==================== xtal_osc_ctrl
--- config.mk ---
export PLATFORM = sky130hd
export DESIGN_NAME = xtal_osc_ctrl
export DESIGN_NICKNAME = d
export VERILOG_FILES = /design/src/rtl/xtal_osc_ctrl_pkg.sv /design/src/rtl/xtal_osc_freq_meter.sv /design/src/rtl/xtal_osc_ctrl.sv
export SDC_FILE = /design/constraint.sdc
export NUM_CORES = 1
export LEC_CHECK = 0
export CORE_ASPECT_RATIO = 0.7
export CORE_MARGIN = 1
export CORE_UTILIZATION = 52
export CTS_CLUSTER_SIZE = 24
export DETAILED_ROUTE_END_ITERATION = 6
export PLACE_DENSITY = 0.8
export SKIP_CTS_REPAIR_TIMING = 1
export SYNTH_ARGS = -nofsm -noshare
export SYNTH_HDL_FRONTEND = slang
export SYNTH_SLANG_ARGS = --single-unit
--- constraint.sdc ---
create_clock -name clk -period 4.2 [get_ports clk]
set_input_delay 0.42 -clock clk [delete_from_list [all_inputs] [get_ports clk]]
set_output_delay 0.42 -clock clk [all_outputs]
set_load 0.02 [all_outputs]
--- src/rtl/xtal_osc_ctrl_pkg.sv ---
// Shared state codes, default tuning values and a range helper for the
// 16 MHz crystal oscillator startup sequencer and clock-good monitor.
package xtal_osc_ctrl_pkg;

    typedef enum logic [2:0] {
        ST_IDLE    = 3'd0,
        ST_STARTUP = 3'd1,
        ST_CHECK   = 3'd2,
        ST_RUN     = 3'd3,
        ST_STBY    = 3'd4,
        ST_FAULT   = 3'd5
    } osc_state_t;

    localparam int DEF_WINDOW            = 256;
    localparam int DEF_MIN_EDGES         = 96;
    localparam int DEF_MAX_EDGES         = 109;
    localparam int DEF_STARTUP_CYCLES    = 65536;
    localparam int DEF_GOOD_WINDOWS      = 4;
    localparam int DEF_MAX_CHECK_WINDOWS = 32;

    function automatic logic in_range(input int unsigned count,
                                      input int unsigned lo,
                                      input int unsigned hi);
        return (count >= lo) && (count <= hi);
    endfunction

endpackage

--- src/rtl/xtal_osc_freq_meter.sv ---
// Synchronises the crystal output, counts its rising edges over fixed
// system-clock windows and flags whether each completed window is in range.
module xtal_osc_freq_meter
    import xtal_osc_ctrl_pkg::*;
#(
    parameter int WINDOW    = DEF_WINDOW,
    parameter int MIN_EDGES = DEF_MIN_EDGES,
    parameter int MAX_EDGES = DEF_MAX_EDGES,
    parameter int CNT_W     = $clog2(WINDOW) + 1
) (
    input  logic             clk,
    input  logic             resetn,
    input  logic             osc_dout,
    input  logic             meter_run,
    input  logic             meter_clr,
    output logic             win_done,
    output logic             win_good,
    output logic [CNT_W-1:0] last_count
);

    localparam int WIN_W = (WINDOW > 1) ? $clog2(WINDOW) : 1;
    localparam logic [WIN_W-1:0] WIN_LAST = WIN_W'(WINDOW - 1);

    logic             sync_q1;
    logic             sync_q2;
    logic             edge_q;
    logic             edge_p;
    logic [WIN_W-1:0] win_cnt;
    logic [CNT_W-1:0] edge_cnt;
    logic [CNT_W-1:0] edge_total;

    always_ff @(posedge clk or negedge resetn) begin
        if (!resetn) begin
            sync_q1 <= 1'b0;
            sync_q2 <= 1'b0;
            edge_q  <= 1'b0;
        end else begin
            sync_q1 <= osc_dout;
            sync_q2 <= sync_q1;
            edge_q  <= sync_q2;
        end
    end

    assign edge_p = sync_q2 & ~edge_q;

    // Count including this cycle's edge, saturating so a runaway input cannot wrap back into range.
    assign edge_total = (edge_p && (edge_cnt != '1)) ? edge_cnt + CNT_W'(1) : edge_cnt;
    assign win_done   = meter_run && (win_cnt == WIN_LAST);
    assign win_good   = in_range(32'(edge_total), MIN_EDGES, MAX_EDGES);

    always_ff @(posedge clk or negedge resetn) begin
        if (!resetn) begin
            win_cnt    <= '0;
            edge_cnt   <= '0;
            last_count <= '0;
        end else if (meter_clr) begin
            win_cnt  <= '0;
            edge_cnt <= '0;
        end else if (meter_run) begin
            if (win_done) begin
                win_cnt    <= '0;
                edge_cnt   <= '0;
                last_count <= edge_total;
            end else begin
                win_cnt  <= win_cnt + WIN_W'(1);
                edge_cnt <= edge_total;
            end
        end
    end

endmodule

--- src/rtl/xtal_osc_ctrl.sv ---
// Crystal oscillator startup sequencer: drives ena/stdby, waits the settle
// time, then qualifies the clock over consecutive measurement windows.
module xtal_osc_ctrl
    import xtal_osc_ctrl_pkg::*;
#(
    parameter int WINDOW            = DEF_WINDOW,
    parameter int MIN_EDGES         = DEF_MIN_EDGES,
    parameter int MAX_EDGES         = DEF_MAX_EDGES,
    parameter int STARTUP_CYCLES    = DEF_STARTUP_CYCLES,
    parameter int GOOD_WINDOWS      = DEF_GOOD_WINDOWS,
    parameter int MAX_CHECK_WINDOWS = DEF_MAX_CHECK_WINDOWS,
    parameter int CNT_W             = $clog2(WINDOW) + 1
) (
    input  logic             clk,
    input  logic             resetn,
    input  logic             en,
    input  logic             stdby_req,
    input  logic             osc_dout,
    output logic             osc_ena,
    output logic             osc_stdby,
    output logic             osc_good,
    output logic             osc_fault,
    output logic [CNT_W-1:0] last_count,
    output logic [2:0]       state
);

    localparam int TMR_W  = $clog2(STARTUP_CYCLES + 1);
    localparam int GOOD_W = $clog2(GOOD_WINDOWS + 1);
    localparam int TOT_W  = $clog2(MAX_CHECK_WINDOWS + 1);
    localparam logic [TMR_W-1:0]  TMR_LAST  = TMR_W'(STARTUP_CYCLES - 1);
    localparam logic [GOOD_W-1:0] GOOD_LAST = GOOD_W'(GOOD_WINDOWS - 1);
    localparam logic [TOT_W-1:0]  TOT_LAST  = TOT_W'(MAX_CHECK_WINDOWS - 1);

    osc_state_t        state_q;
    logic [TMR_W-1:0]  settle_tmr;
    logic [GOOD_W-1:0] good_cnt;
    logic [TOT_W-1:0]  total_cnt;
    logic              win_done;
    logic              win_good;
    logic              meter_run;
    logic              meter_clr;

    // Every entry into CHECK starts the measurement from a fresh window boundary.
    assign meter_clr = en && (((state_q == ST_STARTUP) && (settle_tmr == TMR_LAST)) ||
                              ((state_q == ST_STBY) && !stdby_req));
    assign meter_run = (state_q == ST_CHECK) || (state_q == ST_RUN);

    xtal_osc_freq_meter #(
        .WINDOW    (WINDOW),
        .MIN_EDGES (MIN_EDGES),
        .MAX_EDGES (MAX_EDGES),
        .CNT_W     (CNT_W)
    ) u_meter (
        .clk        (clk),
        .resetn     (resetn),
        .osc_dout   (osc_dout),
        .meter_run  (meter_run),
        .meter_clr  (meter_clr),
        .win_done   (win_done),
        .win_good   (win_good),
        .last_count (last_count)
    );

    always_ff @(posedge clk or negedge resetn) begin
        if (!resetn) begin
            state_q    <= ST_IDLE;
            settle_tmr <= '0;
            good_cnt   <= '0;
            total_cnt  <= '0;
        end else if (!en) begin
            state_q    <= ST_IDLE;
            settle_tmr <= '0;
        end else begin
            case (state_q)
                ST_IDLE: begin
                    settle_tmr <= '0;
                    state_q    <= ST_STARTUP;
                end
                ST_STARTUP: begin
                    if (settle_tmr == TMR_LAST) begin
                        state_q   <= ST_CHECK;
                        good_cnt  <= '0;
                        total_cnt <= '0;
                    end else begin
                        settle_tmr <= settle_tmr + TMR_W'(1);
                    end
                end
                ST_CHECK: begin
                    if (win_done) begin
                        total_cnt <= total_cnt + TOT_W'(1);
                        if (win_good) begin
                            good_cnt <= good_cnt + GOOD_W'(1);
                            if (good_cnt == GOOD_LAST) begin
                                state_q <= ST_RUN;
                            end else if (total_cnt == TOT_LAST) begin
                                state_q <= ST_FAULT;
                            end
                        end else begin
                            good_cnt <= '0;
                            if (total_cnt == TOT_LAST) begin
                                state_q <= ST_FAULT;
                            end
                        end
                    end
                end
                ST_RUN: begin
                    if (win_done && !win_good) begin
                        state_q <= ST_FAULT;
                    end else if (stdby_req) begin
                        state_q <= ST_STBY;
                    end
                end
                ST_STBY: begin
                    if (!stdby_req) begin
                        state_q   <= ST_CHECK;
                        good_cnt  <= '0;
                        total_cnt <= '0;
                    end
                end
                ST_FAULT: begin
                    state_q <= ST_FAULT;
                end
                default: begin
                    state_q <= ST_IDLE;
                end
            endcase
        end
    end

    assign state     = state_q;
    assign osc_ena   = state_q inside {ST_STARTUP, ST_CHECK, ST_RUN, ST_STBY};
    assign osc_stdby = (state_q == ST_STBY);
    assign osc_good  = (state_q == ST_RUN);
    assign osc_fault = (state_q == ST_FAULT);

endmodule

**xtal_osc_ctrl: placed standard cells**

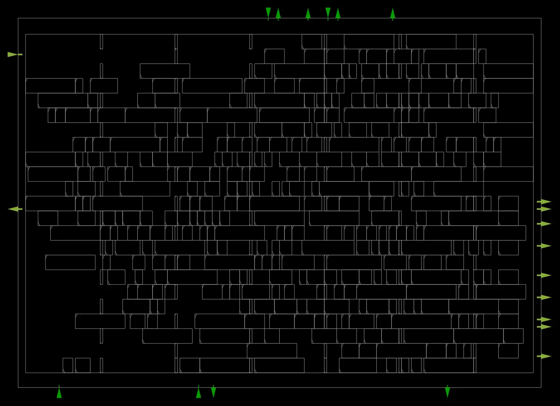
Fillers: 487
Post-Layout Cell Count: 448
# rows: 23

==> flow_metrics.tcl <==
# flow metrics
set metrics [dict create \
    design.seq.count 58 \
    cellPowerDensity_nw_per_um2 476.3 \
    criticalPathCategory "reg2reg" \
    path_clk_slew_ps 70 \
    core_area_um2 5871 \
    place_worst_setup_slack_ps 1169 \
    avgViaCountPerCell 5.929 \
    comb-cell-share_pct 45.45 \
    arrival_ps 3320 \
    largestClassByArea "multi-input combinational cells" \
    synth.top_cell.area_share_pct 44.50 \
    edf_count 0 \
    cp_max_fo 11 \
    finalSetupViolCount 0 \
    status "finished clean" \
    ys_area_um2 3262 \
    synth.avg_cell_area_um2 9.293 \
    n_all_buffers 23 \
    topCellsByArea "dfrtp_1 (44%), nor2_1 (5.3%), o21ai_0 (4.4%), nand2_1 (3.6%), xnor2_1 (3.2%)" \
    grt_start_max_net_pins 59 \
    critPathLaunch "settle_tmr[0]" \
    multiInputGateArea_um2 1685 \
    die_w_um 96.67 \
    drive_above_1_share_pct 10.19 \
    cts-root-buf "clkbuf_8" \
    ant_nets 0 \
]
==> worst max-delay path, stage by stage, from the launching register on <==
cell and delay, ps:
dfrtp_1 410, ha_1 250, nand3_1 140, nor2_1 90
and3_1 210, and3_1 190, ha_1 260, inv_1 120
a2bb2o_1 430, nor2_1 550, o21ai_0 210, o31ai_1 110
==> power by group <==
group / switching (mW) / leakage (nW) / internal (mW)
clock: 0.232 / 0.109 / 0.348
sequential: 0.0972 / 0.775 / 0.611
combinational: 0.293 / 0.636 / 0.185
total: 0.622 / 1.52 / 1.14

==================== control_sequencer
$ cat src/rtl/isa_pkg.sv
// Shared ISA definitions for the sequencer: opcodes, write-back source codes
// and the FSM state encoding.
package isa_pkg;

   localparam logic [3:0] OP_NOP  = 4'd0;
   localparam logic [3:0] OP_END  = 4'd1;
   localparam logic [3:0] OP_RST  = 4'd2;
   localparam logic [3:0] OP_MOV  = 4'd3;
   localparam logic [3:0] OP_LOAD = 4'd4;
   localparam logic [3:0] OP_STO  = 4'd5;
   localparam logic [3:0] OP_LDI  = 4'd6;
   localparam logic [3:0] OP_ADD  = 4'd7;
   localparam logic [3:0] OP_SUB  = 4'd8;
   localparam logic [3:0] OP_AND  = 4'd9;
   localparam logic [3:0] OP_OR   = 4'd10;
   localparam logic [3:0] OP_XOR  = 4'd11;
   localparam logic [3:0] OP_NOT  = 4'd12;
   localparam logic [3:0] OP_ROOF = 4'd13;
   localparam logic [3:0] OP_SHL  = 4'd14;
   localparam logic [3:0] OP_JMPZ = 4'd15;

   localparam logic [1:0] WB_ALU = 2'd0;
   localparam logic [1:0] WB_REG = 2'd1;
   localparam logic [1:0] WB_IMM = 2'd2;
   localparam logic [1:0] WB_MEM = 2'd3;

   typedef enum logic [2:0] {
      S_IDLE   = 3'd0,
      S_FETCH  = 3'd1,
      S_DECODE = 3'd2,
      S_EXEC   = 3'd3,
      S_MEM    = 3'd4,
      S_WB     = 3'd5,
      S_HALT   = 3'd6
   } state_t;

endpackage

$ cat src/rtl/cs_decode.sv
// Combinational opcode classifier: ALU/memory class flags and the
// write-back source used when the instruction reaches WB.
module cs_decode
   import isa_pkg::*;
(
   input  logic [3:0] opcode,
   output logic       is_alu,
   output logic       is_mem,
   output logic [1:0] wb_sel
);

   always_comb begin
      is_alu = (opcode >= OP_ADD) && (opcode <= OP_SHL);
      is_mem = (opcode == OP_LOAD) || (opcode == OP_STO);
      case (opcode)
         OP_MOV:  wb_sel = WB_REG;
         OP_LDI:  wb_sel = WB_IMM;
         OP_LOAD: wb_sel = WB_MEM;
         default: wb_sel = WB_ALU;
      endcase
   end

endmodule

$ cat src/rtl/control_sequencer.sv
// Fetch/decode/execute sequencer feeding the 16-bit ALU, register file and
// data memory; resolves JMPZ from the ALU zero flag.
//
//  state  | meaning
//  IDLE   | waiting for start after reset
//  FETCH  | imem_rd asserted at PC
//  DECODE | instruction word on imem_data, dispatch and PC update
//  EXEC   | opcode presented to the ALU for one cycle
//  MEM    | data memory read (LOAD) or write (STO)
//  WB     | register write from the selected source
//  HALT   | END reached, done high until next start
module control_sequencer
   import isa_pkg::*;
#(
   parameter int ADDR_W    = 8,
   parameter int DATA_W    = 16,
   parameter int REG_SEL_W = 4
)
(
   input  logic                 clock,
   input  logic                 reset_n,
   input  logic                 start,
   output logic                 imem_rd,
   output logic [ADDR_W-1:0]    imem_addr,
   input  logic [DATA_W-1:0]    imem_data,
   output logic [3:0]           alu_op,
   input  logic                 z_flag,
   output logic [REG_SEL_W-1:0] rd_sel,
   output logic [REG_SEL_W-1:0] rs_sel,
   output logic [DATA_W-1:0]    imm,
   output logic [1:0]           wb_sel,
   output logic                 reg_wr,
   output logic                 reg_clr,
   output logic [ADDR_W-1:0]    dmem_addr,
   output logic                 dmem_rd,
   output logic                 dmem_wr,
   output logic                 busy,
   output logic                 done
);

   state_t              state_q, next_state;
   logic [ADDR_W-1:0]   pc_q, pc_d;
   logic [DATA_W-1:0]   ir_q, ir_d;
   logic [3:0]          op_cur;
   logic                is_alu, is_mem;
   logic [1:0]          dec_wb_sel;

   logic                imem_rd_d, reg_wr_d, dmem_rd_d, dmem_wr_d, busy_d, done_d;
   logic [3:0]          alu_op_d;
   logic [1:0]          wb_sel_d;

   // In DECODE the word is still on the bus; afterwards IR holds it.
   assign op_cur = (state_q == S_DECODE) ? imem_data[15:12] : ir_q[15:12];

   cs_decode u_decode (
      .opcode (op_cur),
      .is_alu (is_alu),
      .is_mem (is_mem),
      .wb_sel (dec_wb_sel)
   );

   always_comb begin
      next_state = state_q;
      pc_d       = pc_q;
      ir_d       = ir_q;
      case (state_q)
         S_IDLE, S_HALT: begin
            if (start) begin
               next_state = S_FETCH;
               pc_d       = '0;
            end
         end
         S_FETCH: next_state = S_DECODE;
         S_DECODE: begin
            ir_d = imem_data;
            pc_d = pc_q + ADDR_W'(1);
            if (is_alu) begin
               next_state = S_EXEC;
            end else if (is_mem) begin
               next_state = S_MEM;
            end else begin
               case (op_cur)
                  OP_END: begin
                     next_state = S_HALT;
                     pc_d       = pc_q;
                  end
                  OP_RST: begin
                     next_state = S_FETCH;
                     pc_d       = '0;
                  end
                  OP_MOV, OP_LDI: next_state = S_WB;
                  OP_JMPZ: begin
                     next_state = S_FETCH;
                     if (z_flag) pc_d = ADDR_W'(imem_data[7:0]);
                  end
                  default: next_state = S_FETCH;
               endcase
            end
         end
         S_EXEC:  next_state = S_WB;
         S_MEM:   next_state = (op_cur == OP_LOAD) ? S_WB : S_FETCH;
         S_WB:    next_state = S_FETCH;
         default: next_state = S_IDLE;
      endcase
   end

   // Outputs are registered from the state being entered so they line up
   // exactly with that state.
   always_comb begin
      imem_rd_d = (next_state == S_FETCH);
      reg_wr_d  = (next_state == S_WB);
      dmem_rd_d = (next_state == S_MEM) && (op_cur == OP_LOAD);
      dmem_wr_d = (next_state == S_MEM) && (op_cur == OP_STO);
      alu_op_d  = (next_state == S_EXEC) ? op_cur : OP_NOP;
      wb_sel_d  = (next_state == S_WB) ? dec_wb_sel : WB_ALU;
      busy_d    = (next_state != S_IDLE) && (next_state != S_HALT);
      done_d    = (next_state == S_HALT);
   end

   always_ff @(posedge clock or negedge reset_n) begin
      if (!reset_n) begin
         state_q <= S_IDLE;
         pc_q    <= '0;
         ir_q    <= '0;
         imem_rd <= 1'b0;
         reg_wr  <= 1'b0;
         dmem_rd <= 1'b0;
         dmem_wr <= 1'b0;
         alu_op  <= OP_NOP;
         wb_sel  <= WB_ALU;
         busy    <= 1'b0;
         done    <= 1'b0;
      end else begin
         state_q <= next_state;
         pc_q    <= pc_d;
         ir_q    <= ir_d;
         imem_rd <= imem_rd_d;
         reg_wr  <= reg_wr_d;
         dmem_rd <= dmem_rd_d;
         dmem_wr <= dmem_wr_d;
         alu_op  <= alu_op_d;
         wb_sel  <= wb_sel_d;
         busy    <= busy_d;
         done    <= done_d;
      end
   end

   // RST must clear within its 2-cycle slot, so the pulse is decoded in DECODE
   // from the registered memory word rather than delayed into FETCH.
   assign reg_clr   = (state_q == S_DECODE) && (op_cur == OP_RST);
   assign imem_addr = pc_q;
   assign rd_sel    = ir_q[11:8];
   assign rs_sel    = ir_q[7:4];
   assign imm       = {{(DATA_W-8){1'b0}}, ir_q[7:0]};
   assign dmem_addr = ADDR_W'(ir_q[7:0]);

endmodule

$ cat config.mk
export PLATFORM = sky130hd
export DESIGN_NAME = control_sequencer
export DESIGN_NICKNAME = d
export VERILOG_FILES = /design/src/rtl/isa_pkg.sv /design/src/rtl/cs_decode.sv /design/src/rtl/control_sequencer.sv
export SDC_FILE = /design/constraint.sdc
export NUM_CORES = 1
export LEC_CHECK = 0
export CAP_MARGIN = 20
export CORE_ASPECT_RATIO = 0.6
export CORE_MARGIN = 2
export CORE_UTILIZATION = 49
export CTS_BUF_LIST = sky130_fd_sc_hd__clkbuf_4
export DETAILED_ROUTE_END_ITERATION = 6
export PLACE_DENSITY = 0.9
export RECOVER_POWER = 25
export SYNTH_ARGS = -nofsm -noshare
export SYNTH_HDL_FRONTEND = slang
export SYNTH_HIERARCHICAL = 1
export SYNTH_SLANG_ARGS = --single-unit
$ cat constraint.sdc
create_clock -name clock -period 3.5 [get_ports clock]
set_input_delay 0.525 -clock clock [delete_from_list [all_inputs] [get_ports clock]]
set_output_delay 0.525 -clock clock [all_outputs]
set_load 0.02 [all_outputs]
**control_sequencer: placed standard cells**

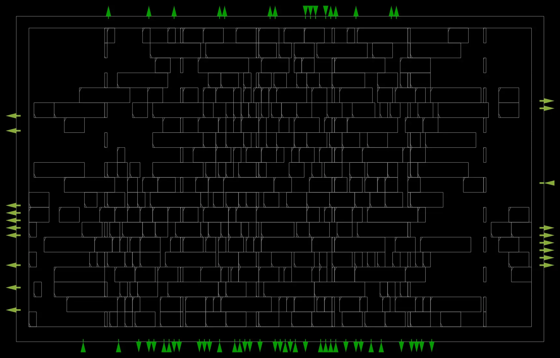
flop share of the area: 32.13%
# rows: 20
num sequential: 39
Fillers: 419

==> flow_metrics.tcl <==
# flow metrics
set metrics [dict create \
    critPathBufInv 1 \
    holdCritPathClass "reg2reg" \
    status "complete, but fails checks" \
    grt_pass1_vias 1937 \
    grt_pass1_wl_mm 9.722 \
    worst_ep_required_time_ps 3730 \
    utilization_pct 61.00 \
    failed_checks "max-capacitance violations, max-slew violations" \
    syn_to_final_growth_pct 21.83 \
    largest_register_ffs 16 \
    fin_crit_ps 3170 \
    grt_use_total_pct 22.57 \
    ys_ff 39 \
    gp_congestion 0.9682 \
    busiest_layer "met1" \
    cp_slowest_cell "or3b_2" \
    final-nonclk-buf-share_pct 22.36 \
    cap_viol_max_count 1 \
    finalMaxSlewViolations 40 \
    port-buffer-count 64 \
    reg2reg_slack_ps 330 \
]
==> cells by family after synthesis <==
family	synth area share [%]
buffers and inverters	12.95
xor gates and xnor gates	1.054
DFF	39.14
adders and majority gates	1.455
muxes	1.254
and+or+nand+nor	29.45
AOI/OAI and AO/OA	14.55
other	0.1504
==> power breakdown <==
part           internal [mW]  switching, mW  leakage (nW)
clock network         0.0794          0.144        0.0276
registers              0.609          0.155         0.510
logic                  0.721          0.931         0.800
total                   1.41           1.23          1.34
==> routing by layer <==
layer,up-vias,part of all wire [%]
met1,1047,46
met4,0,1.5
met2,110,44
met3,11,8.1
li1,1018,-
met5,-,0

==================== led_chaser
[src/rtl/led_chaser.sv]
// led_chaser: parametrised LED pattern generator (rotate, bounce, bar, hold).
// A prescaler produces a clock enable; all state lives in the clk domain.
// Optional build macro LED_PWM_EN adds a duty[3:0] input that gates the LEDs.
module led_chaser #(
    parameter int N_LED = 8,
    parameter int DIV_W = 24
) (
    input  logic             clk,
    input  logic             res,
    input  logic             en,
    input  logic [DIV_W-1:0] div_max,
    input  logic [1:0]       mode,
    input  logic             sw,
`ifdef LED_PWM_EN
    input  logic [3:0]       duty,
`endif
    output logic [N_LED-1:0] data,
    output logic             step,
    output logic             wrap
);

    typedef enum logic [1:0] {
        MODE_ROTATE = 2'b00,
        MODE_BOUNCE = 2'b01,
        MODE_BAR    = 2'b10,
        MODE_HOLD   = 2'b11
    } mode_t;

    localparam int PW = $clog2(N_LED + 1);
    localparam logic [PW-1:0] POS_LAST = PW'(N_LED - 1);
    localparam logic [PW-1:0] POS_FULL = PW'(N_LED);

    mode_t            mode_in;
    mode_t            mode_q;
    logic [DIV_W-1:0] cnt;
    logic [DIV_W-1:0] cnt_nxt;
    logic [PW-1:0]    pos;
    logic [PW-1:0]    pos_nxt;
    logic             bdir;
    logic             bdir_nxt;
    logic [N_LED-1:0] pat;
    logic [N_LED-1:0] pat_nxt;
    logic             step_nxt;
    logic             wrap_nxt;
    logic             tick;
    logic             mode_chg;

    assign mode_in  = mode_t'(mode);
    // The >= comparison lets a lowered div_max take effect on the next cycle.
    assign tick     = en && (cnt >= div_max);
    assign mode_chg = en && (mode_in != mode_q);

    // LED image for a given position: one-hot for rotate/bounce/hold,
    // a bar of p lit LEDs growing from the LSB (dir_hi=0) or MSB (dir_hi=1).
    function automatic logic [N_LED-1:0] image(mode_t m, logic [PW-1:0] p, logic dir_hi);
        logic [N_LED-1:0] img;
        img = '0;
        for (int i = 0; i < N_LED; i++) begin
            if (m == MODE_BAR)
                img[i] = dir_hi ? (i >= N_LED - int'(p)) : (i < int'(p));
            else
                img[i] = (i == int'(p));
        end
        return img;
    endfunction

    // Next-state logic: prescaler, mode-change clear (beats a tick), pattern step.
    always_comb begin
        cnt_nxt  = cnt;
        pos_nxt  = pos;
        bdir_nxt = bdir;
        pat_nxt  = pat;
        step_nxt = 1'b0;
        wrap_nxt = 1'b0;

        if (en)
            cnt_nxt = tick ? '0 : cnt + DIV_W'(1);

        if (mode_chg) begin
            pos_nxt  = '0;
            bdir_nxt = 1'b0;
            pat_nxt  = image(mode_in, '0, sw);
        end else if (tick && mode_q != MODE_HOLD) begin
            case (mode_q)
                MODE_ROTATE: begin
                    if (!sw) begin
                        if (pos >= POS_LAST) begin
                            pos_nxt  = '0;
                            wrap_nxt = 1'b1;
                        end else begin
                            pos_nxt = pos + PW'(1);
                        end
                    end else begin
                        if (pos == '0) begin
                            pos_nxt  = POS_LAST;
                            wrap_nxt = 1'b1;
                        end else begin
                            pos_nxt = pos - PW'(1);
                        end
                    end
                end
                MODE_BOUNCE: begin
                    if (!bdir) begin
                        pos_nxt = pos + PW'(1);
                        if (pos_nxt >= POS_LAST)
                            bdir_nxt = 1'b1;
                    end else begin
                        pos_nxt = pos - PW'(1);
                        if (pos_nxt == '0) begin
                            bdir_nxt = 1'b0;
                            wrap_nxt = 1'b1;
                        end
                    end
                end
                default: begin
                    if (pos >= POS_FULL) begin
                        pos_nxt  = '0;
                        wrap_nxt = 1'b1;
                    end else begin
                        pos_nxt = pos + PW'(1);
                    end
                end
            endcase
            step_nxt = 1'b1;
            pat_nxt  = image(mode_q, pos_nxt, sw);
        end
    end

    // State register; mode_q only follows mode while enabled so a pause freezes everything.
    always_ff @(posedge clk or posedge res) begin
        if (res) begin
            cnt    <= '0;
            pos    <= '0;
            bdir   <= 1'b0;
            mode_q <= MODE_ROTATE;
            pat    <= N_LED'(1);
            step   <= 1'b0;
            wrap   <= 1'b0;
        end else begin
            cnt    <= cnt_nxt;
            pos    <= pos_nxt;
            bdir   <= bdir_nxt;
            if (en)
                mode_q <= mode_in;
            pat    <= pat_nxt;
            step   <= step_nxt;
            wrap   <= wrap_nxt;
        end
    end

`ifdef LED_PWM_EN
    logic [3:0] pwm_cnt;
    logic       pwm_on;

    assign pwm_on = (duty == 4'hF) || (pwm_cnt < duty);

    // Free-running PWM counter and gated output register, same latency as the pattern.
    always_ff @(posedge clk or posedge res) begin
        if (res) begin
            pwm_cnt <= 4'h0;
            data    <= N_LED'(1);
        end else begin
            pwm_cnt <= pwm_cnt + 4'h1;
            data    <= pat_nxt & {N_LED{pwm_on}};
        end
    end
`else
    assign data = pat;
`endif

endmodule

[config.mk]
export PLATFORM = sky130hd
export DESIGN_NAME = led_chaser
export DESIGN_NICKNAME = d
export VERILOG_FILES = /design/src/rtl/led_chaser.sv
export SDC_FILE = /design/constraint.sdc
export NUM_CORES = 1
export LEC_CHECK = 0
export CAP_MARGIN = 20
export CORE_MARGIN = 2
export CORE_UTILIZATION = 51
export DETAILED_ROUTE_END_ITERATION = 12
export PLACE_DENSITY = 0.77
export SETUP_SLACK_MARGIN = 0.02
export SYNTH_ARGS = -nofsm -noshare
export SYNTH_HDL_FRONTEND = slang
export SYNTH_SLANG_ARGS = --single-unit
[constraint.sdc]
create_clock -name clk -period 3.15 [get_ports clk]
set_input_delay 0.63 -clock clk [delete_from_list [all_inputs] [get_ports clk]]
set_output_delay 0.63 -clock clk [all_outputs]
set_load 0.01 [all_outputs]
**led_chaser: wiring heat map**

17 x 17 tiles, from dark blue (low) to red (high), scaled to the fullest tile. Values are wire area over tile area, all layers added.
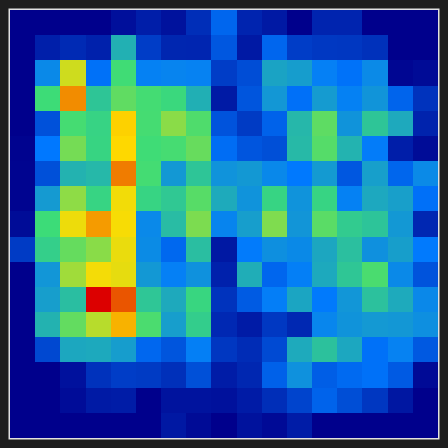
The mean over all tiles is 0.19. The densest ninth of the die: middle left. 14% of the tiles are nearly empty. The emptiest ninth of the die: bottom centre. 14% of the tiles are over half the peak. The fullest tile reaches 0.72.
Via Count: 3,274
DR WL/cell: 16.09 µm

**led_chaser: placed standard cells**

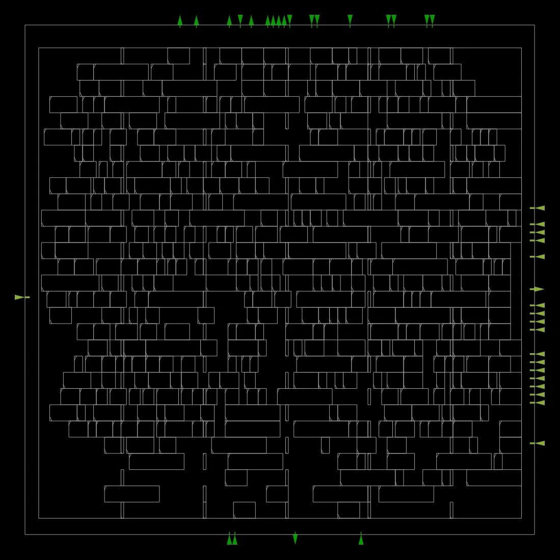
Fillers: 529
Post-Layout Cell Count: 540

==> flow_metrics.tcl <==
# flow metrics
set metrics [dict create \
    status "finished clean" \
    ios 40 \
    finalSetupTns_ps 0 \
    critPathBufInv 3 \
    layout_top_cells "inv_1 (41), dfrtp_1 (40), clkdlybuf4s50_1 (39)" \
    largestClassByArea "multi-input combinational cells" \
    p_comb_share_pct 27.9 \
    peakVddDrop_mv 0.2888 \
    warning_count 33 \
    clock_latency_ps 290 \
    pwr.group.clock_mw 0.365 \
    hold_viol_final 0 \
    cp_common_cell "o211ai_1" \
    final-nonclk-buf-share_pct 14.98 \
    yosys.area_share.aoi_pct 22.27 \
    syn_nets 466 \
    rows 29 \
    common_cells "inv_1 (42), dfrtp_1 (40), nor2_1 (36), ha_1 (34), nand2_1 (24)" \
    finalMaxSlewViolations 0 \
    port-buffer-count 39 \
]
==> path summary, 6_finish.rpt <==
path,start,endpoint,slack [ps]
worst max-delay path,pos[0],data[1],160
worst min-delay path,data[4],data[4],510
worst max register to register,pos[0],data[1],160
worst min register to register,data[4],data[4],510
max in group asynchronous,res,cnt[8],2020
min in group asynchronous,res,step,760
==> flip-flops by register name, indices dropped and copies added, names as in the netlist <==
signal and cells:
cnt 24, data 8, pos 4, mode_q 2, bdir 1, step 1
wrap 1


==> gallery <==
Where the registers sit.
Bar = 20 µm. Other sequential cells in the stronger grey, the rest of the logic in the fainter grey.
Plate I
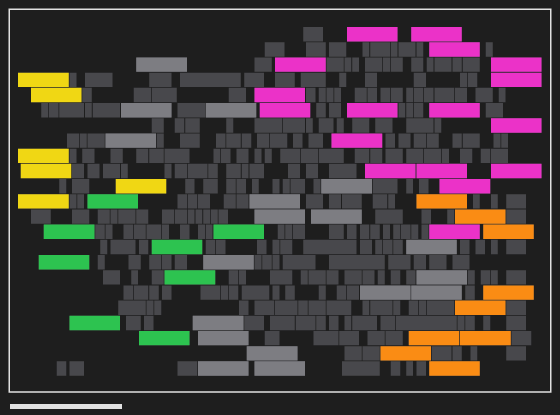
Plate II
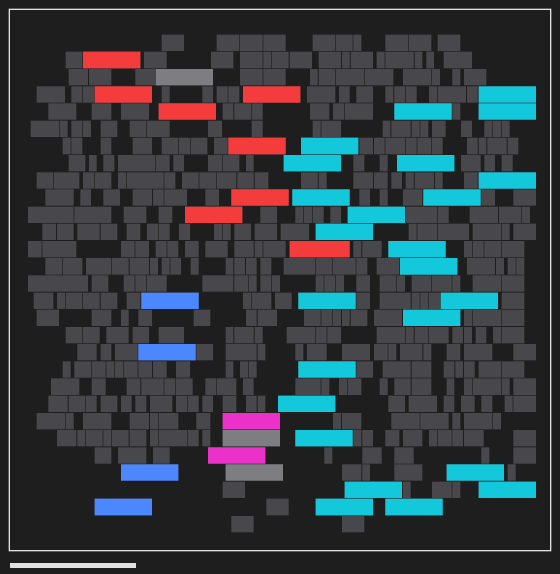
Plate III
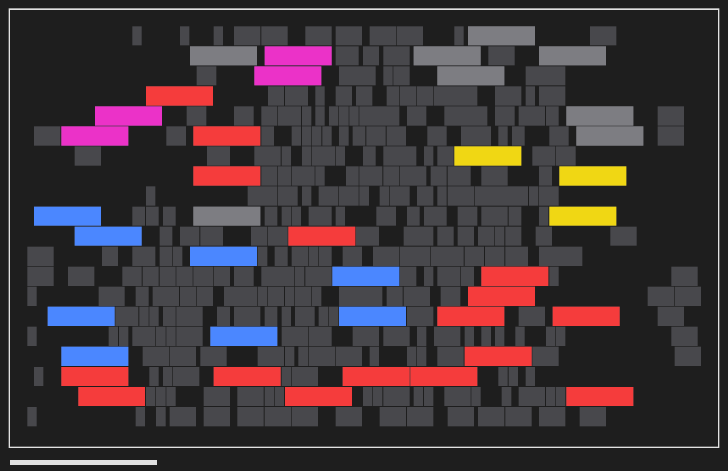
| from | picture |
|---|---|
| led_chaser | Plate II |
| xtal_osc_ctrl | Plate I |
| control_sequencer | Plate III |

Power and IR drop assume default switching activity.
